######## block 1 ########
Fig. 1: block 1, met3 routing
Scale: 4 px per um.
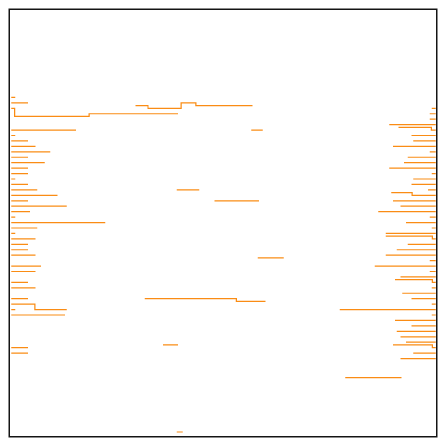

$ cat config.mk
export PLATFORM = sky130hd
export DESIGN_NAME = icache_fetch
export DESIGN_NICKNAME = d
export VERILOG_FILES = /design/src/rtl/icache_fetch_pkg.sv /design/src/rtl/icache_array.sv /design/src/rtl/icache_fetch.sv
export SDC_FILE = /design/constraint.sdc
export NUM_CORES = 1
export LEC_CHECK = 0
export CAP_MARGIN = 5
export CORE_MARGIN = 4
export CORE_UTILIZATION = 30
export DETAILED_ROUTE_END_ITERATION = 10
export DONT_BUFFER_PORTS = 1
export SLEW_MARGIN = 15
export SYNTH_ARGS = -nofsm -noshare
export SYNTH_HDL_FRONTEND = slang
export SYNTH_SLANG_ARGS = --single-unit
$ cat constraint.sdc
create_clock -name clk -period 1.91 [get_ports clk]
set_input_delay 0.191 -clock clk [delete_from_list [all_inputs] [get_ports clk]]
set_output_delay 0.191 -clock clk [all_outputs]
set_load 0.05 [all_outputs]
$ cat src/rtl/icache_fetch_pkg.sv
// rtl/icache_fetch_pkg.sv - shared definitions and local types for icache_fetch
//
// Purpose: shared definitions used by the fetch cache and its callers
// (address/word/status widths, memory-controller status codes, enable
// levels) plus the cache's local FSM encoding and an address helper.
// Ports: none (package).
// Configuration: macro ICACHE_FETCH_EN selects whether the line arrays exist.

`ifndef ICACHE_FETCH_SHARED_DEFS
`define ICACHE_FETCH_SHARED_DEFS
`define RAMAddrLen   32
`define RegLen       32
`define MCtrlStatLen 2
`define Free         2'b00
`define Busy         2'b01
`define IHandled     2'b10
`define DHandled     2'b11
`define Enable       1'b1
`define Disable      1'b0
`endif

package icache_fetch_pkg;

  typedef enum logic [1:0] {
    ST_IDLE = 2'd0,
    ST_MISS = 2'd1,
    ST_RESP = 2'd2
  } state_e;

  // Byte address of the instruction word containing addr.
  function automatic logic [`RAMAddrLen-1:0] word_align(input logic [`RAMAddrLen-1:0] addr);
    return {addr[`RAMAddrLen-1:2], 2'b00};
  endfunction

endpackage

$ cat src/rtl/icache_array.sv
// rtl/icache_array.sv - direct-mapped valid/tag/data storage for icache_fetch
//
// Purpose: line storage with one combinational read port and one synchronous
// write port; valid bits clear asynchronously on rst.
// Ports:
//   clk, rst            clock, asynchronous active-high reset
//   rd_index_i          line selected for lookup
//   rd_valid_o/rd_tag_o/rd_data_o  contents of the selected line
//   wr_en_i             write the line at wr_index_i on the next rising edge
//   wr_index_i/wr_tag_i/wr_data_i  fill contents
// Configuration: without ICACHE_FETCH_EN no storage exists and every lookup
// reports an invalid line.

module icache_array #(
  parameter int INDEX_BITS = 6,
  parameter int TAG_BITS   = `RAMAddrLen - INDEX_BITS - 2
) (
  input  logic                  clk,
  input  logic                  rst,
  input  logic [INDEX_BITS-1:0] rd_index_i,
  output logic                  rd_valid_o,
  output logic [TAG_BITS-1:0]   rd_tag_o,
  output logic [`RegLen-1:0]    rd_data_o,
  input  logic                  wr_en_i,
  input  logic [INDEX_BITS-1:0] wr_index_i,
  input  logic [TAG_BITS-1:0]   wr_tag_i,
  input  logic [`RegLen-1:0]    wr_data_i
);

`ifdef ICACHE_FETCH_EN
  localparam int LINES = 1 << INDEX_BITS;

  logic [LINES-1:0]    valid_q;
  logic [TAG_BITS-1:0] tag_q  [LINES];
  logic [`RegLen-1:0]  data_q [LINES];

  always_ff @(posedge clk or posedge rst) begin
    if (rst) begin
      valid_q <= '0;
    end else if (wr_en_i) begin
      valid_q[wr_index_i] <= 1'b1;
    end
  end

  // Tag and data need no reset: a line is only ever read qualified by valid.
  always_ff @(posedge clk) begin
    if (wr_en_i) begin
      tag_q[wr_index_i]  <= wr_tag_i;
      data_q[wr_index_i] <= wr_data_i;
    end
  end

  assign rd_valid_o = valid_q[rd_index_i];
  assign rd_tag_o   = tag_q[rd_index_i];
  assign rd_data_o  = data_q[rd_index_i];
`else
  logic unused_array_inputs;
  assign unused_array_inputs = ^{clk, rst, rd_index_i, wr_en_i, wr_index_i, wr_tag_i, wr_data_i};

  assign rd_valid_o = 1'b0;
  assign rd_tag_o   = '0;
  assign rd_data_o  = '0;
`endif

endmodule

$ cat src/rtl/icache_fetch.sv
// rtl/icache_fetch.sv - direct-mapped instruction fetch cache in front of the memory controller
//
// Purpose: serves instruction fetches from a one-word-per-line direct-mapped
// cache; misses are forwarded to the memory controller and the returned word
// both fills the line and answers the fetch.
// Ports:
//   clk, rst                     clock, asynchronous active-high reset
//   fetch_req_i/fetch_addr_i     fetch request and byte address (bits [1:0] ignored)
//   fetch_flush_i                abandon the current request
//   fetch_hit_o/fetch_inst_o     one-cycle result pulse and instruction word
//   mc_req_en_o/mc_req_addr_o    instruction read request to the memory controller
//   mc_data_i/mc_handled_addr_i/mc_stat_i  memory controller completion
// Configuration: macro ICACHE_FETCH_EN enables the line arrays; when undefined
// every request goes to the memory controller.

module icache_fetch
  import icache_fetch_pkg::*;
#(
  parameter int INDEX_BITS = 6
) (
  input  logic                     clk,
  input  logic                     rst,
  input  logic                     fetch_req_i,
  input  logic [`RAMAddrLen-1:0]   fetch_addr_i,
  input  logic                     fetch_flush_i,
  output logic                     fetch_hit_o,
  output logic [`RegLen-1:0]       fetch_inst_o,
  output logic                     mc_req_en_o,
  output logic [`RAMAddrLen-1:0]   mc_req_addr_o,
  input  logic [`RegLen-1:0]       mc_data_i,
  input  logic [`RAMAddrLen-1:0]   mc_handled_addr_i,
  input  logic [`MCtrlStatLen-1:0] mc_stat_i
);

  localparam int TAG_BITS = `RAMAddrLen - INDEX_BITS - 2;

  state_e                 state_q, state_d;
  logic [`RAMAddrLen-1:0] miss_addr_q, miss_addr_d;
  logic                   fetch_hit_q, fetch_hit_d;
  logic [`RegLen-1:0]     fetch_inst_q, fetch_inst_d;

  logic [INDEX_BITS-1:0]  lookup_index;
  logic [TAG_BITS-1:0]    lookup_tag;
  logic                   rd_valid;
  logic [TAG_BITS-1:0]    rd_tag;
  logic [`RegLen-1:0]     rd_data;
  logic                   lookup_hit;
  logic                   mc_done;
  logic                   fill_en;

  logic unused_addr_lsbs;
  assign unused_addr_lsbs = ^fetch_addr_i[1:0];

  assign lookup_index = fetch_addr_i[INDEX_BITS+1:2];
  assign lookup_tag   = fetch_addr_i[`RAMAddrLen-1:INDEX_BITS+2];
  assign lookup_hit   = rd_valid && (rd_tag == lookup_tag);

  // Only an instruction completion for the exact outstanding word ends a miss;
  // stale or data-side completions are left for their own owners.
  assign mc_done = (mc_stat_i == `IHandled) && (mc_handled_addr_i == miss_addr_q);

  icache_array #(
    .INDEX_BITS (INDEX_BITS),
    .TAG_BITS   (TAG_BITS)
  ) u_array (
    .clk        (clk),
    .rst        (rst),
    .rd_index_i (lookup_index),
    .rd_valid_o (rd_valid),
    .rd_tag_o   (rd_tag),
    .rd_data_o  (rd_data),
    .wr_en_i    (fill_en),
    .wr_index_i (miss_addr_q[INDEX_BITS+1:2]),
    .wr_tag_i   (miss_addr_q[`RAMAddrLen-1:INDEX_BITS+2]),
    .wr_data_i  (mc_data_i)
  );

  always_ff @(posedge clk or posedge rst) begin
    if (rst) begin
      state_q      <= ST_IDLE;
      miss_addr_q  <= '0;
      fetch_hit_q  <= 1'b0;
      fetch_inst_q <= '0;
    end else begin
      state_q      <= state_d;
      miss_addr_q  <= miss_addr_d;
      fetch_hit_q  <= fetch_hit_d;
      fetch_inst_q <= fetch_inst_d;
    end
  end

  always_comb begin
    state_d      = state_q;
    miss_addr_d  = miss_addr_q;
    fetch_hit_d  = 1'b0;
    fetch_inst_d = fetch_inst_q;
    fill_en      = 1'b0;

    unique case (state_q)
      ST_IDLE: begin
        // A flush cycle accepts nothing; the redirected request is looked up
        // in the following cycle.
        if (fetch_req_i && !fetch_flush_i) begin
          if (lookup_hit) begin
            fetch_hit_d  = 1'b1;
            fetch_inst_d = rd_data;
          end else begin
            miss_addr_d = word_align(fetch_addr_i);
            state_d     = ST_MISS;
          end
        end
      end
      ST_MISS: begin
        // Flush wins over a same-cycle completion: no fill, no result.
        if (fetch_flush_i) begin
          state_d = ST_IDLE;
        end else if (mc_done) begin
          fill_en      = 1'b1;
          fetch_inst_d = mc_data_i;
          fetch_hit_d  = 1'b1;
          state_d      = ST_RESP;
        end
      end
      ST_RESP: begin
        state_d = ST_IDLE;
      end
      default: begin
        state_d = ST_IDLE;
      end
    endcase
  end

  assign mc_req_en_o   = (state_q == ST_MISS) ? `Enable : `Disable;
  assign mc_req_addr_o = miss_addr_q;
  assign fetch_hit_o   = fetch_hit_q;
  assign fetch_inst_o  = fetch_inst_q;

endmodule

######## block 2 ########
**config.mk**
```make
export PLATFORM = sky130hd
export DESIGN_NAME = l4_frame_driver
export DESIGN_NICKNAME = d
export VERILOG_FILES = /design/src/rtl/l4_pkg.sv /design/src/rtl/l4_shreg.sv /design/src/rtl/l4_frame_driver.sv
export SDC_FILE = /design/constraint.sdc
export NUM_CORES = 1
export LEC_CHECK = 0
export CAP_MARGIN = 20
export CORE_UTILIZATION = 52
export DETAILED_ROUTE_END_ITERATION = 16
export PLACE_DENSITY = 0.78
export SLEW_MARGIN = 20
export SYNTH_ARGS = -nofsm -noshare
export SYNTH_HDL_FRONTEND = slang
export SYNTH_SLANG_ARGS = --single-unit
```
**constraint.sdc**
```tcl
create_clock -name CLK -period 1.66 [get_ports CLK]
set_input_delay 0.332 -clock CLK [delete_from_list [all_inputs] [get_ports CLK]]
set_output_delay 0.332 -clock CLK [all_outputs]
set_load 0.05 [all_outputs]
```
**src/rtl/l4_pkg.sv**
```systemverilog
// Shared definitions for the l4 frame driver: FSM state encoding and the
// default frame length.
package l4_pkg;

  localparam int L4_FRAME_W = 20;

  typedef enum logic [1:0] {
    ST_IDLE  = 2'd0,
    ST_SHIFT = 2'd1,
    ST_FLUSH = 2'd2,
    ST_CLR   = 2'd3
  } state_e;

endpackage

```
**src/rtl/l4_shreg.sv**
```systemverilog
// Left-shift register with parallel load and serial-in LSB.
// Load has priority over shift. W must be at least 2.
module l4_shreg #(
  parameter int W = 20
) (
  input  logic         i_clk,
  input  logic         i_rst_n,
  input  logic         i_load,
  input  logic [W-1:0] i_data,
  input  logic         i_shift,
  input  logic         i_sin,
  output logic [W-1:0] o_q
);

  logic [W-1:0] r_q;

  // Parallel load, else shift left taking i_sin into bit 0.
  always_ff @(posedge i_clk or negedge i_rst_n) begin
    if (!i_rst_n) begin
      r_q <= '0;
    end else if (i_load) begin
      r_q <= i_data;
    end else if (i_shift) begin
      r_q <= {r_q[W-2:0], i_sin};
    end
  end

  assign o_q = r_q;

endmodule

```
**src/rtl/l4_frame_driver.sv**
```systemverilog
// Frame driver for the l4part1 serial sequence detector.
// Shifts a parallel word MSB-first onto X, captures the detector's Z one
// cycle behind each bit, and returns the assembled response word.
// Optional feature: define SER_GAP_EN to insert a one-cycle detector clear
// (DET_CLR) between frames; undefined, DET_CLR is tied low.
//
// state    | meaning
// ST_IDLE  | ready for a new word
// ST_SHIFT | driving frame bits on X
// ST_FLUSH | one dead cycle while the last Z is captured
// ST_CLR   | one-cycle detector clear (SER_GAP_EN only)
module l4_frame_driver
  import l4_pkg::*;
#(
  parameter int WIDTH = L4_FRAME_W
) (
  input  logic             CLK,
  input  logic             RST,
  input  logic [WIDTH-1:0] LD_DATA,
  input  logic             LD_VALID,
  output logic             LD_READY,
  output logic             X,
  output logic             X_VALID,
  input  logic             Z,
  output logic             DET_CLR,
  output logic [WIDTH-1:0] RES,
  output logic             RES_VALID,
  output logic [1:0]       STATE
);

  localparam int CNT_W = $clog2(WIDTH);
  localparam logic [CNT_W-1:0] LAST = CNT_W'(WIDTH - 1);

  state_e           r_state;
  state_e           w_state_nxt;
  logic [CNT_W-1:0] r_cnt;
  logic [CNT_W-1:0] r_cap_cnt;
  logic             r_x_valid;
  logic             r_cap_en;
  logic [WIDTH-1:0] r_res;
  logic             r_res_valid;
  logic [WIDTH-1:0] w_tx_q;
  logic [WIDTH-1:0] w_cap_q;
  logic             w_load;
  logic             w_shift;
  logic             w_unused;

  assign w_load  = LD_VALID && (r_state == ST_IDLE);
  assign w_shift = (r_state == ST_SHIFT);

  // Next-state decode; the frame ends after WIDTH shift edges.
  always_comb begin
    w_state_nxt = r_state;
    case (r_state)
      ST_IDLE:  if (LD_VALID) w_state_nxt = ST_SHIFT;
      ST_SHIFT: if (r_cnt == LAST) w_state_nxt = ST_FLUSH;
`ifdef SER_GAP_EN
      ST_FLUSH: w_state_nxt = ST_CLR;
`else
      ST_FLUSH: w_state_nxt = ST_IDLE;
`endif
      ST_CLR:   w_state_nxt = ST_IDLE;
      default:  w_state_nxt = ST_IDLE;
    endcase
  end

  // State register.
  always_ff @(posedge CLK or negedge RST) begin
    if (!RST) r_state <= ST_IDLE;
    else      r_state <= w_state_nxt;
  end

  // Transmit bit counter: cleared on load, counts shift edges.
  always_ff @(posedge CLK or negedge RST) begin
    if (!RST)         r_cnt <= '0;
    else if (w_load)  r_cnt <= '0;
    else if (w_shift) r_cnt <= r_cnt + CNT_W'(1);
  end

  // X_VALID registered from next state; capture enable trails it by one cycle
  // to match the detector's register stage.
  always_ff @(posedge CLK or negedge RST) begin
    if (!RST) begin
      r_x_valid <= 1'b0;
      r_cap_en  <= 1'b0;
    end else begin
      r_x_valid <= (w_state_nxt == ST_SHIFT);
      r_cap_en  <= r_x_valid;
    end
  end

  // Capture counter and result latch; RES only updates on a full frame.
  always_ff @(posedge CLK or negedge RST) begin
    if (!RST) begin
      r_cap_cnt   <= '0;
      r_res       <= '0;
      r_res_valid <= 1'b0;
    end else begin
      r_res_valid <= 1'b0;
      if (r_cap_en) begin
        if (r_cap_cnt == LAST) begin
          r_cap_cnt   <= '0;
          r_res       <= {w_cap_q[WIDTH-2:0], Z};
          r_res_valid <= 1'b1;
        end else begin
          r_cap_cnt <= r_cap_cnt + CNT_W'(1);
        end
      end
    end
  end

  // Transmit register shifts in zeros, so X is 0 once the frame is out.
  l4_shreg #(.W(WIDTH)) u_tx (
    .i_clk   (CLK),
    .i_rst_n (RST),
    .i_load  (w_load),
    .i_data  (LD_DATA),
    .i_shift (w_shift),
    .i_sin   (1'b0),
    .o_q     (w_tx_q)
  );

  l4_shreg #(.W(WIDTH)) u_cap (
    .i_clk   (CLK),
    .i_rst_n (RST),
    .i_load  (1'b0),
    .i_data  ({WIDTH{1'b0}}),
    .i_shift (r_cap_en),
    .i_sin   (Z),
    .o_q     (w_cap_q)
  );

  // Only the transmit MSB and the capture low bits leave the shift chains.
  assign w_unused = ^{w_tx_q[WIDTH-2:0], w_cap_q[WIDTH-1]};

  assign X         = w_tx_q[WIDTH-1];
  assign X_VALID   = r_x_valid;
  assign LD_READY  = (r_state == ST_IDLE);
  assign RES       = r_res;
  assign RES_VALID = r_res_valid;
  assign STATE     = r_state;
`ifdef SER_GAP_EN
  assign DET_CLR   = (r_state == ST_CLR);
`else
  assign DET_CLR   = 1'b0;
`endif

endmodule
```

## Gallery

Cell outlines without signal wires.
shot_01.png
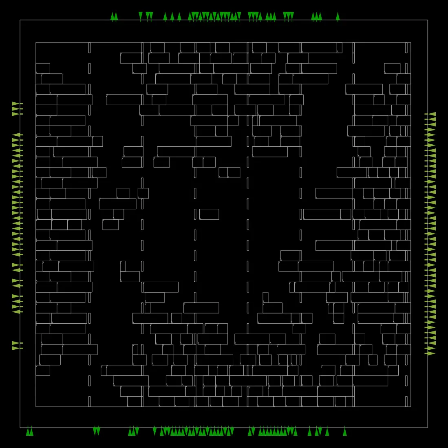
shot_02.png
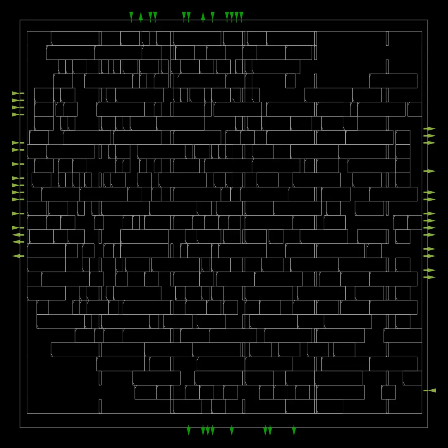
- shot_02.png = block 2
- shot_01.png = block 1

Fig. 2: block 1, signal wires on met2
Scale: 2 px per um. Cells faint in the background.
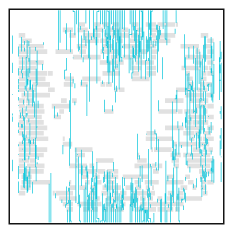
The layer holds 52% of the routed length. The longest straight run is 51.3 um. 350 nets have wire on it.

## Picture notes: Fig. 1
The wires run mostly horizontal. 86 nets have wire on it. The layer holds 9.8% of the routed length. The layer carries 700 um of wire. The longest straight run is 23.7 um.

==> impl_metrics.json, block 1 <==
{
  "status": "finished, violations left",
  "violations": "setup timing",
  "finalSetupViolCount": 32,
  "regToRegEndpoint": "fetch_inst_o[20]",
  "power_density_mw_per_mm2": 961,
  "start_kind": "register",
  "edf_count": 0,
  "dr.first_iter.drc_count": 35,
  "clock_area_share_pct": 4.32,
  "ctsResizeCount": 0,
  "ys_cells": 187,
  "path_cells": "xnor2_2, nand4_1, nor4_4, buf_4, nand4b_4, buf_12, mux2_4",
  "avgRoutedWirePerCell_um": 16.9,
  "top_logic_kind": "multiplexers",
  "grt_usage_pct": 12.5,
  "gp_congestion": 0.660,
  "grt_pass1_vias": 2069,
  "fin_ws_ps": -150,
  "top_area_cell_class": "sequential cells",
  "core.rowCount": 35,
  "cp.arrival_ps": 2270,
  "dp.cells": 347,
  "hpwl_um": 5090,
  "topRoutingLayerUsed": "met4",
  "signal_buffers": 98,
  "nonClkBufAreaFrac_pct": 21.6,
  "syn_inst": 187
}
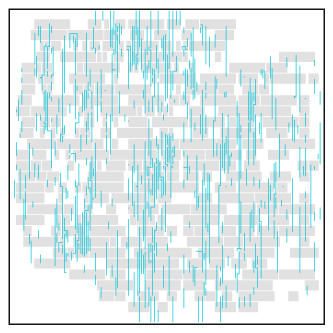
Fig. 3. Signal wires on met2 (block 2).
Scale: 4 px per um. Cells faint in the background.
The layer carries 2,380 um of wire. The layer holds 46% of the routed length. The wires run mostly vertical. The longest straight run is 33.8 um.
Routed WL: 5180 um
Vias: 1,938
GR Layer Usage met2: 29.5%

==> impl_metrics.json, block 2 <==
{
  "status": "finished, final reports clean",
  "met1_usage_pct": 25.3,
  "fin_ws_ps": 73.7,
  "timing.rr.start": "r_cap_cnt[1]",
  "top_area_cell_class": "sequential cells",
  "antenna_cells": 0,
  "grt_first_pass_wirelength_um": 8980,
  "register_area_sq_mm": 0.00185,
  "powerClk_mw": 1.21,
  "regToRegEndpoint": "RES[7]",
  "p_sw_share_pct": 40.0,
  "wl_met1_um": 2470,
  "clock_area_share_pct": 4.45,
  "required_ps": 1890,
  "ys_seq_elements": 74,
  "p_int_mw": 4.88,
  "r2r_cells": 5,
  "cpPeakStageDelay_ps": 410,
  "edf_count": 0,
  "ant_nets": 0,
  "cts_buffers": 9,
  "synth_warnings": 0,
  "fp_nets": 260,
  "power_leader": "combinational logic",
  "place_ws_ps": -36.9,
  "synth_top_flop_cell": "dfrtp_1"
}

######## block 3 ########
Fig. 4: block 3, signal wires on met2
Scale: 3 px per um. Cells faint in the background.
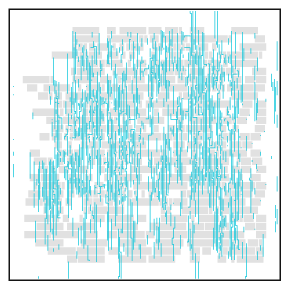

$ cat src/rtl/hazard_pkg.sv
// Shared types and helpers for the hazard wave scheduler.
package hazard_pkg;

  typedef enum logic [2:0] {
    ST_IDLE,
    ST_PICK,
    ST_WARN,
    ST_ACTIVE,
    ST_COOL
  } state_t;

  localparam int          CELL_COUNT = 9;
  localparam logic [15:0] LFSR_TAPS  = 16'hB400;

  // Folds a raw 4-bit index (0..15) onto the 3x3 board (0..8).
  function automatic logic [3:0] fold9(input logic [3:0] raw);
    return (raw >= 4'd9) ? raw - 4'd9 : raw;
  endfunction

  function automatic logic [3:0] popcount9(input logic [CELL_COUNT-1:0] m);
    logic [3:0] c;
    c = '0;
    for (int i = 0; i < CELL_COUNT; i++) begin
      c = c + {3'b000, m[i]};
    end
    return c;
  endfunction

endpackage

$ cat src/rtl/lfsr16.sv
// Free-running 16-bit Fibonacci LFSR (taps 16,14,13,11), shifting left every clk.
module lfsr16 #(
  parameter logic [15:0] SEED = 16'hACE1
) (
  input  logic        clk,
  input  logic        rst,
  output logic [15:0] lfsr
);
  import hazard_pkg::*;

  // An all-zero seed would lock the register up forever.
  localparam logic [15:0] INIT = (SEED == 16'h0000) ? 16'h0001 : SEED;

  always_ff @(posedge clk or posedge rst) begin
    if (rst) lfsr <= INIT;
    else     lfsr <= {lfsr[14:0], ^(lfsr & LFSR_TAPS)};
  end

endmodule

$ cat src/rtl/hazard_scheduler.sv
// Per-wave hazard generator for the 3x3 board: pick cells, warn, go live, cool down.
// Hit and collect are registered one-cycle pulses; dropping enable returns to IDLE.
module hazard_scheduler #(
  parameter int          NUM_CELLS    = 2,
  parameter int          WARN_TICKS   = 2,
  parameter int          ACTIVE_TICKS = 3,
  parameter int          COOL_TICKS   = 1,
  parameter logic [15:0] SEED         = 16'hACE1
) (
  input  logic       clk,
  input  logic       rst,
  input  logic       enable,
  input  logic       step,
  input  logic       super_mode,  // invulnerability; 'super' is a reserved word
  input  logic [8:0] box,
  output logic [8:0] warning_state,
  output logic [8:0] fire_state,
  output logic [8:0] gold_state,
  output logic       hit,
  output logic       collect,
  output logic [7:0] wave_count
);
  import hazard_pkg::*;

  localparam logic [3:0] CELLS_N     = 4'(NUM_CELLS);
  localparam logic [3:0] WARN_LAST   = 4'(WARN_TICKS - 1);
  localparam logic [3:0] ACTIVE_LAST = 4'(ACTIVE_TICKS - 1);
  localparam logic [3:0] COOL_LAST   = 4'(COOL_TICKS - 1);

  state_t      state, state_nxt;
  logic [15:0] lfsr;
  logic [8:0]  kind, kind_nxt;
  logic [8:0]  warn_nxt, fire_nxt, gold_nxt;
  logic [3:0]  tick, tick_nxt;
  logic        hit_done, hit_done_nxt;
  logic        hit_nxt, collect_nxt;
  logic [7:0]  wave_nxt;
  logic [3:0]  pick_idx;
  logic [8:0]  pick_mask;
  logic        pick_gold;
  logic        unused_lfsr;

  lfsr16 #(.SEED(SEED)) u_lfsr (
    .clk  (clk),
    .rst  (rst),
    .lfsr (lfsr)
  );

  assign pick_idx    = fold9(lfsr[3:0]);
  assign pick_mask   = 9'b1 << pick_idx;
  assign pick_gold   = (lfsr[5:4] == 2'b11);
  assign unused_lfsr = ^lfsr[15:6];

  always_ff @(posedge clk or posedge rst) begin
    if (rst) state <= ST_IDLE;
    else     state <= state_nxt;
  end

  always_comb begin
    state_nxt    = state;
    warn_nxt     = warning_state;
    kind_nxt     = kind;
    fire_nxt     = fire_state;
    gold_nxt     = gold_state;
    hit_nxt      = 1'b0;
    collect_nxt  = 1'b0;
    hit_done_nxt = hit_done;
    tick_nxt     = tick;
    wave_nxt     = wave_count;

    if (!enable) begin
      state_nxt    = ST_IDLE;
      warn_nxt     = '0;
      kind_nxt     = '0;
      fire_nxt     = '0;
      gold_nxt     = '0;
      hit_done_nxt = 1'b0;
      tick_nxt     = '0;
    end else begin
      case (state)
        ST_IDLE: begin
          state_nxt = ST_PICK;
          tick_nxt  = '0;
        end
        ST_PICK: begin
          if ((warning_state & pick_mask) == '0) begin
            warn_nxt           = warning_state | pick_mask;
            kind_nxt[pick_idx] = pick_gold;
          end
          // Leave on the same edge that fills the mask.
          if (popcount9(warn_nxt) == CELLS_N) begin
            state_nxt = ST_WARN;
            tick_nxt  = '0;
          end
        end
        ST_WARN: begin
          if (step) begin
            if (tick == WARN_LAST) begin
              fire_nxt  = warning_state & ~kind;
              gold_nxt  = warning_state & kind;
              warn_nxt  = '0;
              kind_nxt  = '0;
              tick_nxt  = '0;
              state_nxt = ST_ACTIVE;
            end else begin
              tick_nxt = tick + 4'd1;
            end
          end
        end
        ST_ACTIVE: begin
          if (((fire_state & box) != '0) && !super_mode && !hit_done) begin
            hit_nxt      = 1'b1;
            hit_done_nxt = 1'b1;
          end
          if ((gold_state & box) != '0) begin
            collect_nxt = 1'b1;
            gold_nxt    = gold_state & ~box;
          end
          if (step) begin
            if (tick == ACTIVE_LAST) begin
              fire_nxt  = '0;
              gold_nxt  = '0;
              tick_nxt  = '0;
              state_nxt = ST_COOL;
            end else begin
              tick_nxt = tick + 4'd1;
            end
          end
        end
        ST_COOL: begin
          if (step) begin
            if (tick == COOL_LAST) begin
              wave_nxt     = (wave_count == 8'hFF) ? wave_count : wave_count + 8'd1;
              hit_done_nxt = 1'b0;
              tick_nxt     = '0;
              state_nxt    = ST_PICK;
            end else begin
              tick_nxt = tick + 4'd1;
            end
          end
        end
        default: state_nxt = ST_IDLE;
      endcase
    end
  end

  always_ff @(posedge clk or posedge rst) begin
    if (rst) begin
      warning_state <= '0;
      kind          <= '0;
      fire_state    <= '0;
      gold_state    <= '0;
      hit           <= 1'b0;
      collect       <= 1'b0;
      hit_done      <= 1'b0;
      tick          <= '0;
      wave_count    <= '0;
    end else begin
      warning_state <= warn_nxt;
      kind          <= kind_nxt;
      fire_state    <= fire_nxt;
      gold_state    <= gold_nxt;
      hit           <= hit_nxt;
      collect       <= collect_nxt;
      hit_done      <= hit_done_nxt;
      tick          <= tick_nxt;
      wave_count    <= wave_nxt;
    end
  end

endmodule

$ cat config.mk
export PLATFORM = sky130hd
export DESIGN_NAME = hazard_scheduler
export DESIGN_NICKNAME = d
export VERILOG_FILES = /design/src/rtl/hazard_pkg.sv /design/src/rtl/lfsr16.sv /design/src/rtl/hazard_scheduler.sv
export SDC_FILE = /design/constraint.sdc
export NUM_CORES = 1
export LEC_CHECK = 0
export ABC_AREA = 1
export CAP_MARGIN = 20
export CORE_MARGIN = 4
export CORE_UTILIZATION = 60
export DETAILED_ROUTE_END_ITERATION = 12
export GPL_ROUTABILITY_DRIVEN = 0
export PLACE_DENSITY = 0.85
export SLEW_MARGIN = 40
export SYNTH_ARGS = -nofsm -noshare
export SYNTH_HDL_FRONTEND = slang
export SYNTH_SLANG_ARGS = --single-unit
$ cat constraint.sdc
create_clock -name clk -period 8.1 [get_ports clk]
set_clock_uncertainty 0.05 [all_clocks]
set_input_delay 1.62 -clock clk [delete_from_list [all_inputs] [get_ports clk]]
set_output_delay 1.62 -clock clk [all_outputs]
set_load 0.005 [all_outputs]
######## block 4 ########
`src/rtl/pipe_stage_reg.sv`:
```
// pipe_stage_reg: a valid/ready pipeline stage that holds up to two entries.
// The main entry (M) drives the downstream outputs and the skid entry (S)
// absorbs the one extra entry that arrives while back-pressure propagates.
// The control vector reads as zero whenever the stage has no valid entry,
// so downstream write enables never fire on a bubble. A saturating counter
// records how many entries flushes have killed.
module pipe_stage_reg #(
  parameter int CTRL_W = 8,
  parameter int DATA_W = 133,
  parameter int CNT_W  = 8
) (
  input  logic              clk_i,
  input  logic              reset_ni,
  input  logic              flush_i,
  input  logic              up_valid_i,
  output logic              up_ready_o,
  input  logic [CTRL_W-1:0] up_ctrl_i,
  input  logic [DATA_W-1:0] up_data_i,
  output logic              dn_valid_o,
  input  logic              dn_ready_i,
  output logic [CTRL_W-1:0] dn_ctrl_o,
  output logic [DATA_W-1:0] dn_data_o,
  output logic [1:0]        occupancy_o,
  output logic [CNT_W-1:0]  drop_count_o
);

  // Encoding equals the number of held entries, so it drives occupancy_o.
  typedef enum logic [1:0] {
    ST_EMPTY = 2'd0,
    ST_ONE   = 2'd1,
    ST_FULL  = 2'd2
  } state_t;

  localparam logic [CNT_W+1:0] CNT_MAX = {2'b00, {CNT_W{1'b1}}};

  state_t            r_state;
  state_t            w_state_next;
  logic              r_up_ready;
  logic [CTRL_W-1:0] r_m_ctrl;
  logic [CTRL_W-1:0] w_m_ctrl_next;
  logic [DATA_W-1:0] r_m_data;
  logic [DATA_W-1:0] w_m_data_next;
  logic [CTRL_W-1:0] r_s_ctrl;
  logic [CTRL_W-1:0] w_s_ctrl_next;
  logic [DATA_W-1:0] r_s_data;
  logic [DATA_W-1:0] w_s_data_next;
  logic [CNT_W-1:0]  r_drop_cnt;
  logic [CNT_W-1:0]  w_drop_cnt_next;

  logic              w_m_valid;
  logic              w_s_valid;
  logic              w_accept;
  logic              w_deliver;
  logic [1:0]        w_kill;
  logic [CNT_W+1:0]  w_drop_sum;

  assign w_m_valid = (r_state != ST_EMPTY);
  assign w_s_valid = (r_state == ST_FULL);
  // Acceptance uses the registered ready, keeping dn_ready_i off the upstream path.
  assign w_accept  = up_valid_i & r_up_ready;
  assign w_deliver = w_m_valid & dn_ready_i;

  // Entries killed by a flush: undelivered M, any S, and a same-cycle accept.
  assign w_kill     = {1'b0, w_m_valid & ~w_deliver} + {1'b0, w_s_valid} + {1'b0, w_accept};
  assign w_drop_sum = {2'b00, r_drop_cnt} + {{CNT_W{1'b0}}, w_kill};

  // Next-state and storage update; flush overrides the handshake.
  always_comb begin
    w_state_next    = r_state;
    w_m_ctrl_next   = r_m_ctrl;
    w_m_data_next   = r_m_data;
    w_s_ctrl_next   = r_s_ctrl;
    w_s_data_next   = r_s_data;
    w_drop_cnt_next = r_drop_cnt;
    if (flush_i) begin
      w_state_next  = ST_EMPTY;
      w_m_ctrl_next = '0;
      w_s_ctrl_next = '0;
      if (w_drop_sum > CNT_MAX) begin
        w_drop_cnt_next = {CNT_W{1'b1}};
      end else begin
        w_drop_cnt_next = w_drop_sum[CNT_W-1:0];
      end
    end else begin
      case (r_state)
        ST_EMPTY: begin
          if (w_accept) begin
            w_state_next  = ST_ONE;
            w_m_ctrl_next = up_ctrl_i;
            w_m_data_next = up_data_i;
          end
        end
        ST_ONE: begin
          if (w_accept && w_deliver) begin
            w_m_ctrl_next = up_ctrl_i;
            w_m_data_next = up_data_i;
          end else if (w_accept) begin
            w_state_next  = ST_FULL;
            w_s_ctrl_next = up_ctrl_i;
            w_s_data_next = up_data_i;
          end else if (w_deliver) begin
            w_state_next  = ST_EMPTY;
            w_m_ctrl_next = '0;
          end
        end
        ST_FULL: begin
          if (w_deliver) begin
            w_state_next  = ST_ONE;
            w_m_ctrl_next = r_s_ctrl;
            w_m_data_next = r_s_data;
            w_s_ctrl_next = '0;
          end
        end
        default: begin
          w_state_next = ST_EMPTY;
        end
      endcase
    end
  end

  // State and storage registers with asynchronous active-low reset.
  always_ff @(posedge clk_i or negedge reset_ni) begin
    if (!reset_ni) begin
      r_state    <= ST_EMPTY;
      r_up_ready <= 1'b1;
      r_m_ctrl   <= '0;
      r_m_data   <= '0;
      r_s_ctrl   <= '0;
      r_s_data   <= '0;
      r_drop_cnt <= '0;
    end else begin
      r_state    <= w_state_next;
      r_up_ready <= (w_state_next != ST_FULL);
      r_m_ctrl   <= w_m_ctrl_next;
      r_m_data   <= w_m_data_next;
      r_s_ctrl   <= w_s_ctrl_next;
      r_s_data   <= w_s_data_next;
      r_drop_cnt <= w_drop_cnt_next;
    end
  end

  // Control bits are gated by M's valid so a bubble always reads as zero.
  for (genvar gi = 0; gi < CTRL_W; gi++) begin : g_ctrl_mask
    assign dn_ctrl_o[gi] = r_m_ctrl[gi] & w_m_valid;
  end

  assign up_ready_o   = r_up_ready;
  assign dn_valid_o   = w_m_valid;
  assign dn_data_o    = r_m_data;
  assign occupancy_o  = r_state;
  assign drop_count_o = r_drop_cnt;

endmodule

```
`config.mk`:
```
export PLATFORM = sky130hd
export DESIGN_NAME = pipe_stage_reg
export DESIGN_NICKNAME = d
export VERILOG_FILES = /design/src/rtl/pipe_stage_reg.sv
export SDC_FILE = /design/constraint.sdc
export NUM_CORES = 1
export LEC_CHECK = 0
export ABC_AREA = 0
export CAP_MARGIN = 10
export CORE_MARGIN = 2
export CORE_UTILIZATION = 45
export DETAILED_ROUTE_END_ITERATION = 16
export PLACE_DENSITY = 0.76
export SLEW_MARGIN = 5
export SYNTH_ARGS = -nofsm -noshare
export SYNTH_HDL_FRONTEND = slang
export SYNTH_SLANG_ARGS = --single-unit
```
`constraint.sdc`:
```
create_clock -name clk_i -period 3.7 [get_ports clk_i]
set_clock_uncertainty 0.2 [all_clocks]
set_input_delay 0.37 -clock clk_i [delete_from_list [all_inputs] [get_ports clk_i]]
set_output_delay 0.37 -clock clk_i [all_outputs]
set_load 0.1 [all_outputs]
```
######## block 5 ########
$ cat src/rtl/dmem_pkg.sv
// rtl/dmem_pkg.sv - shared widths, FSM state and command types for the data-memory arbiter
package dmem_pkg;

  localparam int ADDR_W_DEF = 12;
  localparam int DATA_W_DEF = 12;
  localparam int BUS_W_DEF  = 17;

  typedef enum logic [1:0] {
    IDLE   = 2'd0,
    ACCESS = 2'd1,
    RESP   = 2'd2
  } arb_state_t;

  // One memory command as seen at the default widths
  typedef struct packed {
    logic                  we;
    logic [ADDR_W_DEF-1:0] addr;
    logic [DATA_W_DEF-1:0] wdata;
  } dmem_cmd_t;

endpackage

$ cat src/rtl/dmem_arbiter_if.sv
// rtl/dmem_arbiter_if.sv - core-array and memory-port bundle around the arbiter
interface dmem_arbiter_if
  import dmem_pkg::*;
#(
  parameter int NUM_CORES = 4,
  parameter int ADDR_W    = ADDR_W_DEF,
  parameter int DATA_W    = DATA_W_DEF,
  parameter int BUS_W     = BUS_W_DEF
);
  localparam int IDX_W = $clog2(NUM_CORES);

  logic [NUM_CORES-1:0]        core_req;
  logic [NUM_CORES-1:0]        core_we;
  logic [NUM_CORES*ADDR_W-1:0] core_addr;
  logic [NUM_CORES*DATA_W-1:0] core_wdata;
  logic [NUM_CORES-1:0]        core_ack;
  logic [DATA_W-1:0]           core_rdata;
  logic                        mem_we;
  logic [ADDR_W-1:0]           mem_addr;
  logic [BUS_W-1:0]            mem_wdata;
  logic [DATA_W-1:0]           mem_rdata;
  logic                        busy;
  logic [IDX_W-1:0]            grant_id;

  // Arbiter side
  modport master (
    input  core_req, core_we, core_addr, core_wdata, mem_rdata,
    output core_ack, core_rdata, mem_we, mem_addr, mem_wdata, busy, grant_id
  );

  // Cores and memory side
  modport slave (
    output core_req, core_we, core_addr, core_wdata, mem_rdata,
    input  core_ack, core_rdata, mem_we, mem_addr, mem_wdata, busy, grant_id
  );

endinterface

$ cat src/rtl/rr_picker.sv
// rtl/rr_picker.sv - combinational round-robin winner select (rotate, priority-encode, un-rotate)
module rr_picker #(
  parameter int N = 4,
  localparam int IDX_W = $clog2(N)
) (
  input  logic [N-1:0]     req_i,
  input  logic [IDX_W-1:0] ptr_i,
  output logic             valid_o,
  output logic [IDX_W-1:0] idx_o
);

  logic [2*N-1:0] dbl;
  logic [N-1:0]   rot;
  logic [IDX_W:0] off;
  logic [IDX_W:0] sum;

  // Rotate so rr_ptr lands at bit 0, take the lowest set bit, then map back
  always_comb begin
    dbl = {req_i, req_i};
    rot = N'(dbl >> ptr_i);
    off = '0;
    for (int i = N - 1; i >= 0; i--) begin
      if (rot[i]) off = (IDX_W+1)'(i);
    end
    sum = off + (IDX_W+1)'(ptr_i);
    if (sum >= (IDX_W+1)'(N)) sum = sum - (IDX_W+1)'(N);
    idx_o   = sum[IDX_W-1:0];
    valid_o = |req_i;
  end

endmodule

$ cat src/rtl/dmem_arbiter.sv
// rtl/dmem_arbiter.sv - round-robin arbiter sharing one single-port data memory between cores
module dmem_arbiter
  import dmem_pkg::*;
#(
  parameter int NUM_CORES = 4,
  parameter int ADDR_W    = ADDR_W_DEF,
  parameter int DATA_W    = DATA_W_DEF,
  parameter int BUS_W     = BUS_W_DEF
) (
  input  logic           clk,
  input  logic           rst_n,
  dmem_arbiter_if.master bus
);

  localparam int IDX_W = $clog2(NUM_CORES);

  arb_state_t           state_q;
  logic                 mem_we_q;
  logic [ADDR_W-1:0]    mem_addr_q;
  logic [DATA_W-1:0]    mem_wdata_q;
  logic [NUM_CORES-1:0] core_ack_q;
  logic                 busy_q;
  logic [IDX_W-1:0]     grant_q;
  logic [IDX_W-1:0]     rr_ptr_q;
  logic [IDX_W-1:0]     rr_ptr_d;

  logic                 pick_valid;
  logic [IDX_W-1:0]     pick_idx;
  logic                 sel_we;
  logic [ADDR_W-1:0]    sel_addr;
  logic [DATA_W-1:0]    sel_wdata;

  rr_picker #(.N(NUM_CORES)) u_picker (
    .req_i   (bus.core_req),
    .ptr_i   (rr_ptr_q),
    .valid_o (pick_valid),
    .idx_o   (pick_idx)
  );

  // Steer the candidate winner's operands toward the command registers
  always_comb begin
    sel_we    = 1'b0;
    sel_addr  = '0;
    sel_wdata = '0;
    for (int i = 0; i < NUM_CORES; i++) begin
      if (pick_idx == IDX_W'(i)) begin
        sel_we    = bus.core_we[i];
        sel_addr  = bus.core_addr[i*ADDR_W +: ADDR_W];
        sel_wdata = bus.core_wdata[i*DATA_W +: DATA_W];
      end
    end
  end

  // Next rotation start: one past the core being acknowledged
  always_comb begin
    rr_ptr_d = grant_q + IDX_W'(1);
    if (grant_q == IDX_W'(NUM_CORES - 1)) rr_ptr_d = '0;
  end

  // Arbitration FSM: latch winner in IDLE, let memory act in ACCESS, acknowledge in RESP
  always_ff @(posedge clk) begin
    if (!rst_n) begin
      state_q     <= IDLE;
      mem_we_q    <= 1'b0;
      mem_addr_q  <= '0;
      mem_wdata_q <= '0;
      core_ack_q  <= '0;
      busy_q      <= 1'b0;
      grant_q     <= '0;
      rr_ptr_q    <= '0;
    end else begin
      case (state_q)
        IDLE: begin
          if (pick_valid) begin
            mem_we_q    <= sel_we;
            mem_addr_q  <= sel_addr;
            mem_wdata_q <= sel_wdata;
            grant_q     <= pick_idx;
            busy_q      <= 1'b1;
            state_q     <= ACCESS;
          end
        end
        ACCESS: begin
          // The memory has consumed the command at this edge; the ack is
          // raised now so it is a clean register output during RESP.
          mem_we_q   <= 1'b0;
          core_ack_q <= NUM_CORES'(1) << grant_q;
          state_q    <= RESP;
        end
        RESP: begin
          core_ack_q <= '0;
          busy_q     <= 1'b0;
          rr_ptr_q   <= rr_ptr_d;
          state_q    <= IDLE;
        end
        default: begin
          mem_we_q   <= 1'b0;
          core_ack_q <= '0;
          busy_q     <= 1'b0;
          state_q    <= IDLE;
        end
      endcase
    end
  end

  assign bus.mem_we     = mem_we_q;
  assign bus.mem_addr   = mem_addr_q;
  assign bus.mem_wdata  = {{(BUS_W-DATA_W){1'b0}}, mem_wdata_q};
  assign bus.core_ack   = core_ack_q;
  assign bus.core_rdata = bus.mem_rdata;
  assign bus.busy       = busy_q;
  assign bus.grant_id   = grant_q;

endmodule

$ cat src/flat_wrapper.sv
// flat-port wrapper written by rule: the top's interface ports become plain ports
module dmem_arbiter_flat import dmem_pkg::*;
#(
  parameter int NUM_CORES = 4,
  parameter int ADDR_W    = ADDR_W_DEF,
  parameter int DATA_W    = DATA_W_DEF,
  parameter int BUS_W     = BUS_W_DEF
)
  (clk, rst_n, bus_core_req, bus_core_we, bus_core_addr, bus_core_wdata, bus_mem_rdata, bus_core_ack, bus_core_rdata, bus_mem_we, bus_mem_addr, bus_mem_wdata, bus_busy, bus_grant_id);
  dmem_arbiter_if #(.NUM_CORES(NUM_CORES), .ADDR_W(ADDR_W), .DATA_W(DATA_W), .BUS_W(BUS_W)) bus_i ();
  input  logic clk;
  input  logic rst_n;
  input wire logic [$bits(bus_i.core_req)-1:0] bus_core_req;
  input wire logic [$bits(bus_i.core_we)-1:0] bus_core_we;
  input wire logic [$bits(bus_i.core_addr)-1:0] bus_core_addr;
  input wire logic [$bits(bus_i.core_wdata)-1:0] bus_core_wdata;
  input wire logic [$bits(bus_i.mem_rdata)-1:0] bus_mem_rdata;
  output wire logic [$bits(bus_i.core_ack)-1:0] bus_core_ack;
  output wire logic [$bits(bus_i.core_rdata)-1:0] bus_core_rdata;
  output wire logic [$bits(bus_i.mem_we)-1:0] bus_mem_we;
  output wire logic [$bits(bus_i.mem_addr)-1:0] bus_mem_addr;
  output wire logic [$bits(bus_i.mem_wdata)-1:0] bus_mem_wdata;
  output wire logic [$bits(bus_i.busy)-1:0] bus_busy;
  output wire logic [$bits(bus_i.grant_id)-1:0] bus_grant_id;
  assign bus_i.core_req = bus_core_req;
  assign bus_i.core_we = bus_core_we;
  assign bus_i.core_addr = bus_core_addr;
  assign bus_i.core_wdata = bus_core_wdata;
  assign bus_i.mem_rdata = bus_mem_rdata;
  assign bus_core_ack = bus_i.core_ack;
  assign bus_core_rdata = bus_i.core_rdata;
  assign bus_mem_we = bus_i.mem_we;
  assign bus_mem_addr = bus_i.mem_addr;
  assign bus_mem_wdata = bus_i.mem_wdata;
  assign bus_busy = bus_i.busy;
  assign bus_grant_id = bus_i.grant_id;
  dmem_arbiter #(.NUM_CORES(NUM_CORES), .ADDR_W(ADDR_W), .DATA_W(DATA_W), .BUS_W(BUS_W)) u_core (.clk(clk), .rst_n(rst_n), .bus(bus_i));
endmodule
$ cat config.mk
export PLATFORM = sky130hd
export DESIGN_NAME = dmem_arbiter_flat
export DESIGN_NICKNAME = d
export VERILOG_FILES = /design/src/rtl/dmem_pkg.sv /design/src/rtl/dmem_arbiter_if.sv /design/src/rtl/rr_picker.sv /design/src/rtl/dmem_arbiter.sv /design/src/flat_wrapper.sv
export SDC_FILE = /design/constraint.sdc
export NUM_CORES = 1
export LEC_CHECK = 0
export ABC_AREA = 1
export ABC_CLOCK_PERIOD_IN_PS = 6820
export CAP_MARGIN = 20
export CORE_MARGIN = 4
export CORE_UTILIZATION = 25
export DETAILED_ROUTE_END_ITERATION = 16
export GPL_TIMING_DRIVEN = 0
export PLACE_DENSITY = 0.68
export SLEW_MARGIN = 20
export SYNTH_ARGS = -nofsm -noshare
export SYNTH_HDL_FRONTEND = slang
export SYNTH_HIERARCHICAL = 1
export SYNTH_SLANG_ARGS = --single-unit
$ cat constraint.sdc
create_clock -name clk -period 6.82 [get_ports clk]
set_input_delay 1.364 -clock clk [delete_from_list [all_inputs] [get_ports clk]]
set_output_delay 1.364 -clock clk [all_outputs]
set_load 0.02 [all_outputs]
Fig. 5: block 5, met1 routing
Scale: 4 px per um. Supply wires on this layer in grey.
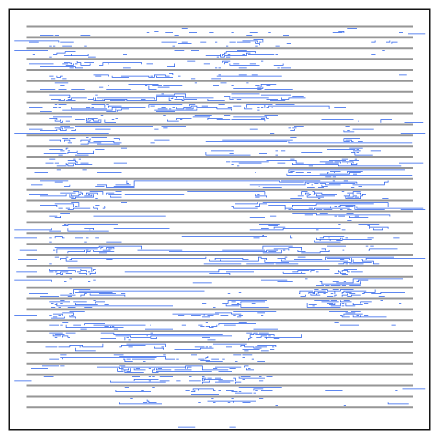
The layer holds 39% of the routed length. The layer carries 3,460 um of wire. The longest straight run is 36.3 um.
Routed WL: 8840 um
Vias: 2,917
met1 Usage GRT: 17.6%

==> impl_metrics.json, block 5 <==
{
  "timing.setup.tns_ps": 0,
  "syn_area_sq_mm": 0.00234,
  "wl_met3_um": 900,
  "ys_sh_aoi_pct": 13.8,
  "layout-drive-gt1-share_pct": 10.2,
  "cts.clk_slew.worst_paths_ps": 80,
  "largest_area_cell": "dfxtp_1",
  "area_leaders": "dfxtp_1, nand2_1, nand3_1",
  "fin_ws_ps": 3120,
  "nNetsFinal": 651,
  "nFillCells": 973,
  "regToRegEndpoint": "u_core/mem_wdata_q[4]",
  "crit_buf_inv": 4,
  "finClkSkew_ps": 6.93,
  "inv_count": 19,
  "wl_met2_um": 4430,
  "comb_cells": 280,
  "synth-async-reset-ratio_pct": 0,
  "total_power_mw": 0.914,
  "dpl_cell_area_sq_mm": 0.00399,
  "ant_nets": 0,
  "whs_endpoint": "u_core/bus.busy",
  "p_sw_share_pct": 36.8,
  "topRoutingLayerUsed": "met4",
  "grt_pass1_vias": 2936,
  "hold_class": "register to register",
  "clock_area_share_pct": 3.07,
  "fin_crit_ps": 3700,
  "hpwl_um": 7330,
  "status": "finished, final reports clean"
}
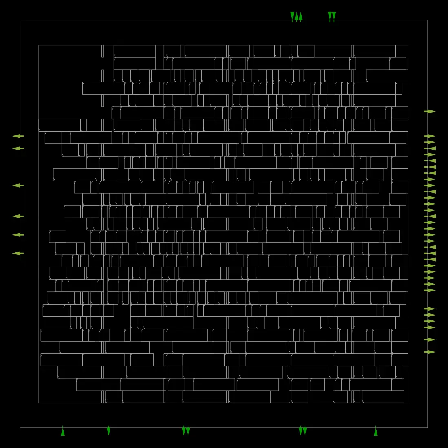
Fig. 6. Cell outlines without signal wires (block 3).
final cell count without fillers: 595
Row Count: 29
fillcell total: 438

About Fig. 4:
The layer carries 4,350 um of wire. The layer holds 45% of the routed length.
Routed WL: 9720 um
Vias: 3,526
GR Layer Usage met2: 37.6%

==> impl_metrics.json, block 3 <==
{
  "comb_cells": 312,
  "path_cells": "inv_1, ha_1, nand3_4, nand2_4, nand2_1, nand2_1, nand2_2, nor2_1, nor2_1, inv_1, fa_1, fa_1, inv_1, fa_1, fa_1, fa_1, o31ai_1, o2111ai_1, nand2_4, nand2_2, nor2_4, o211ai_1, o21ai_1",
  "synth_top_flop_cell": "dfrtp_1",
  "top_area_cell_class": "multi-input combinational cells",
  "hold_class": "register to register",
  "synth-async-reset-ratio_pct": 100,
  "ctsResizeCount": 0,
  "core_sq_mm": 0.00642,
  "largest_area_cell": "dfrtp_1",
  "fin_crit_ps": 5280,
  "r2r_slack_ps": 2820,
  "p_sw_share_pct": 37.8,
  "clk_path_buf_depth": 2,
  "fin_ws_ps": 2820,
  "max_cap_viol_count": 0,
  "dpl_cell_area_sq_mm": 0.00458,
  "pg_comb_mw": 0.391,
  "clkLatencyLatePin_ps": 350,
  "clkbuf_count": 9,
  "clock_sinks": 70,
  "timing.setup.tns_ps": 0,
  "status": "finished, final reports clean",
  "powerClk_mw": 0.323,
  "slew_headroom_pct": 54.8,
  "worstSetupEndpoint": "state[0]",
  "hold_viol": 0,
  "required_ps": 8320
}
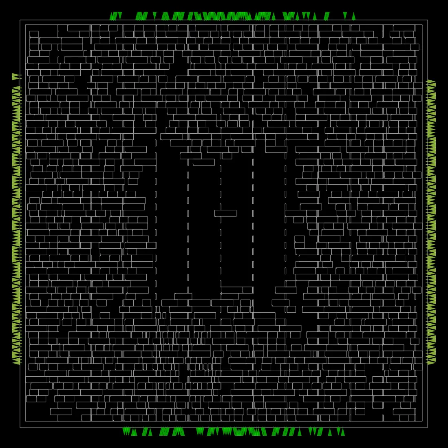
Fig. 7. Cell outlines without signal wires (block 4).
final cell count without fillers: 1,567
core area: 0.0285 sq mm
Seq area share: 41.9%
Layout Utilization: 61.5%
Seq Cell Count: 293

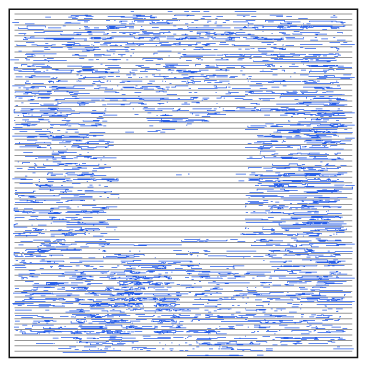
Fig. 8. Met1 routing (block 4).
Scale: 2 px per um. Supply wires on this layer in grey.
The layer holds 42% of the routed length. The wires run mostly horizontal. The layer carries 12,100 um of wire. The longest straight run is 44.8 um. 1,157 nets have wire on it.
Vias: 8,131
Routed WL: 28,700 um
met1 Usage GRT: 25.0%

==> impl_metrics.json, block 4 <==
{
  "final_area_sq_mm": 0.0175,
  "worstSetupEndpoint": "drop_count_o[4]",
  "path_class": "register to register",
  "ys_cells": 855,
  "io_pins": 299,
  "register_area_sq_mm": 0.00734,
  "vdd_ir_drop_max_mv": 0.514,
  "wl_met3_um": 2800,
  "layout_top_cell": "dfrtp_1",
  "grt-busiest-layer": "met2",
  "finalSetupViolCount": 0,
  "synth_top_flop_cell": "dfrtp_1",
  "r2r_slack_ps": 770,
  "fin_crit_ps": 2930,
  "comb_area_share_pct": 30.4,
  "drcViolationCount": 0,
  "wl_met1_um": 12100,
  "ctsHoldBuffers": 1,
  "status": "finished, final reports clean",
  "grt_max_degree": 147,
  "comb_cells": 506,
  "whs_endpoint": "r_s_data[122]",
  "cpPeakStageDelay_ps": 430,
  "dr.first_iter.drc_count": 396,
  "p_switching_mw": 5.70,
  "grt_usage_pct": 19.1,
  "muxShareOfSynthArea_pct": 34.9
}

######## block 6 ########
==> src/rtl/serial_subtractor.sv <==
// Bit-serial unsigned subtractor: D = A - B (mod 2^WIDTH), Bout = (A < B).
// One full-adder slice per clock, LSB first, computed as A + ~B + 1.
module serial_subtractor #(
  parameter int WIDTH = 8
) (
  input  logic             clk,
  input  logic             rst_n,
  input  logic             start,
  input  logic [WIDTH-1:0] A,
  input  logic [WIDTH-1:0] B,
  output logic             busy,
  output logic             done,
  output logic [WIDTH-1:0] D,
  output logic             Bout
);

  localparam int CW = (WIDTH > 2) ? $clog2(WIDTH) : 1;

  typedef enum logic [1:0] {IDLE, SHIFT, DONE} state_t;

  state_t           state_reg;
  logic [WIDTH-1:0] a_reg;
  logic [WIDTH-1:0] nb_reg;
  logic [WIDTH-1:0] res_reg;
  logic             carry_reg;
  logic [CW-1:0]    count_reg;

  logic             sum_bit;
  logic             carry_next;
  logic [WIDTH-1:0] res_next;
  logic             last_bit;

  // Single full-adder slice shared by every bit position.
  always_comb begin
    sum_bit    = a_reg[0] ^ nb_reg[0] ^ carry_reg;
    carry_next = (a_reg[0] & nb_reg[0]) | (a_reg[0] & carry_reg) | (nb_reg[0] & carry_reg);
    res_next   = {sum_bit, res_reg[WIDTH-1:1]};
    last_bit   = (count_reg == CW'(WIDTH - 1));
  end

  always_ff @(posedge clk or negedge rst_n) begin
    if (!rst_n) begin
      state_reg <= IDLE;
      a_reg     <= '0;
      nb_reg    <= '0;
      res_reg   <= '0;
      carry_reg <= 1'b0;
      count_reg <= '0;
      busy      <= 1'b0;
      done      <= 1'b0;
      D         <= '0;
      Bout      <= 1'b0;
    end else begin
      case (state_reg)
        IDLE, DONE: begin
          done <= 1'b0;
          if (start) begin
            // Carry-in of 1 turns A + ~B into two's-complement subtraction.
            a_reg     <= A;
            nb_reg    <= ~B;
            res_reg   <= '0;
            carry_reg <= 1'b1;
            count_reg <= '0;
            busy      <= 1'b1;
            state_reg <= SHIFT;
          end else begin
            state_reg <= IDLE;
          end
        end
        SHIFT: begin
          a_reg     <= a_reg >> 1;
          nb_reg    <= nb_reg >> 1;
          res_reg   <= res_next;
          carry_reg <= carry_next;
          count_reg <= count_reg + 1'b1;
          if (last_bit) begin
            // No carry out of the top slice means a borrow was needed.
            D         <= res_next;
            Bout      <= ~carry_next;
            busy      <= 1'b0;
            done      <= 1'b1;
            state_reg <= DONE;
          end
        end
        default: begin
          busy      <= 1'b0;
          done      <= 1'b0;
          state_reg <= IDLE;
        end
      endcase
    end
  end

endmodule
==> config.mk <==
export PLATFORM = sky130hd
export DESIGN_NAME = serial_subtractor
export DESIGN_NICKNAME = d
export VERILOG_FILES = /design/src/rtl/serial_subtractor.sv
export SDC_FILE = /design/constraint.sdc
export NUM_CORES = 1
export LEC_CHECK = 0
export CORE_MARGIN = 3
export CORE_UTILIZATION = 45
export DETAILED_ROUTE_END_ITERATION = 12
export PLACE_DENSITY = 0.7
export SETUP_SLACK_MARGIN = 0.1
export SLEW_MARGIN = 20
export SYNTH_ARGS = -nofsm -noshare
export SYNTH_HDL_FRONTEND = slang
export SYNTH_SLANG_ARGS = --single-unit
==> constraint.sdc <==
create_clock -name clk -period 1.73 [get_ports clk]
set_clock_uncertainty 0.05 [all_clocks]
set_input_delay 0.173 -clock clk [delete_from_list [all_inputs] [get_ports clk]]
set_output_delay 0.173 -clock clk [all_outputs]
set_load 0.03 [all_outputs]
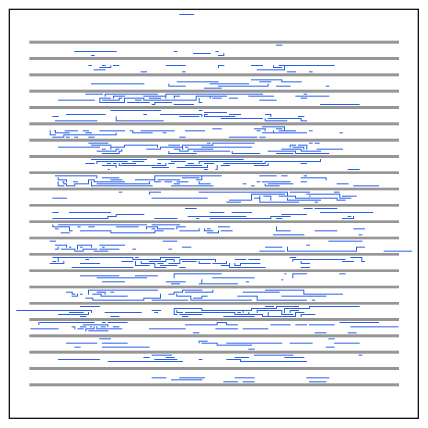
Fig. 9. Met1 routing (block 6).
Scale: 6 px per um. Supply wires on this layer in grey.
The layer holds 46% of the routed length. The longest straight run is 16.1 um.

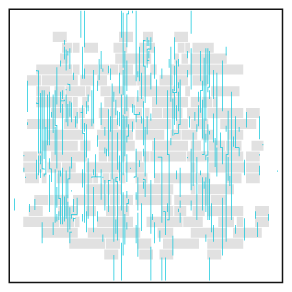
Fig. 10. Signal wires on met2 (block 6).
Scale: 4 px per um. Cells faint in the background.
The layer holds 49% of the routed length. 175 nets have wire on it.
GR Layer Usage met2: 26.2%
Vias: 1,210
Routed WL: 3480 um

==> impl_metrics.json <==
{
  "nonClkBufAreaFrac_pct": 18.4,
  "path_max_fanout": 11,
  "syn_inst": 140,
  "power_leader": "combinational logic",
  "fmaxAchievable_ghz": 0.628,
  "r2r_slack_ps": 140,
  "topRoutingLayerUsed": "met4",
  "areaGrowthSynthToFinish_pct": 28.9,
  "area_leaders": "dfrtp_1, mux2_2, a22o_1",
  "cp.arrival_ps": 1720,
  "clk_path_buf_depth": 2,
  "period_used_pct": 92.0,
  "status": "finished, final reports clean",
  "place_ws_ps": 97.7,
  "fp_nets": 162,
  "clock_sinks": 39,
  "wl_met1_um": 1590,
  "ctsHoldBuffers": 1,
  "finalSetupViolCount": 0,
  "fp.dieW_um": 67.9,
  "fin_util_pct": 63.1,
  "r2r_cells": 5,
  "grt-ovfl-total": 0
}


==> screenshots <==
Met3 routing.
Plate I
Scale: 4 px per um.
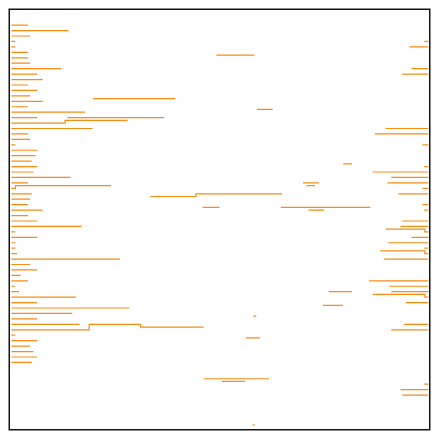
Plate II
Scale: 6 px per um.
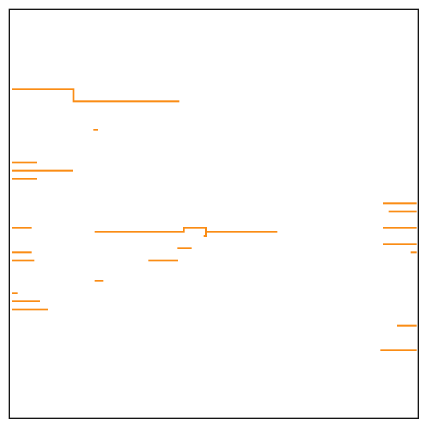
Plate III
Scale: 2 px per um.
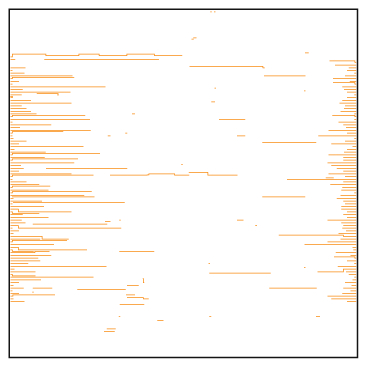
Plate IV
Scale: 4 px per um.
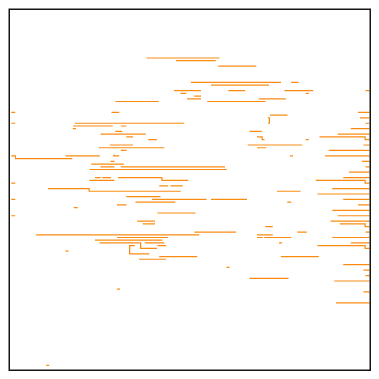
Plate V
Scale: 4 px per um.
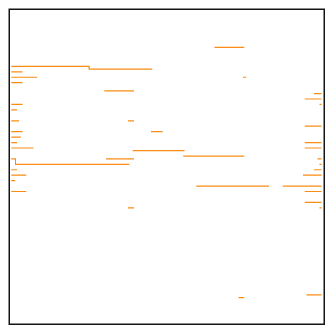
Plate IV: block 3
Plate III: block 4
Plate I: block 5
Plate II: block 6
Plate V: block 2
The one with the largest die is Plate III.
The one with the smallest die is Plate II.

Key to Plate IV:
The longest straight run is 40.5 um. The layer carries 821 um of wire. The layer holds 8.5% of the routed length. The wires run mostly horizontal.

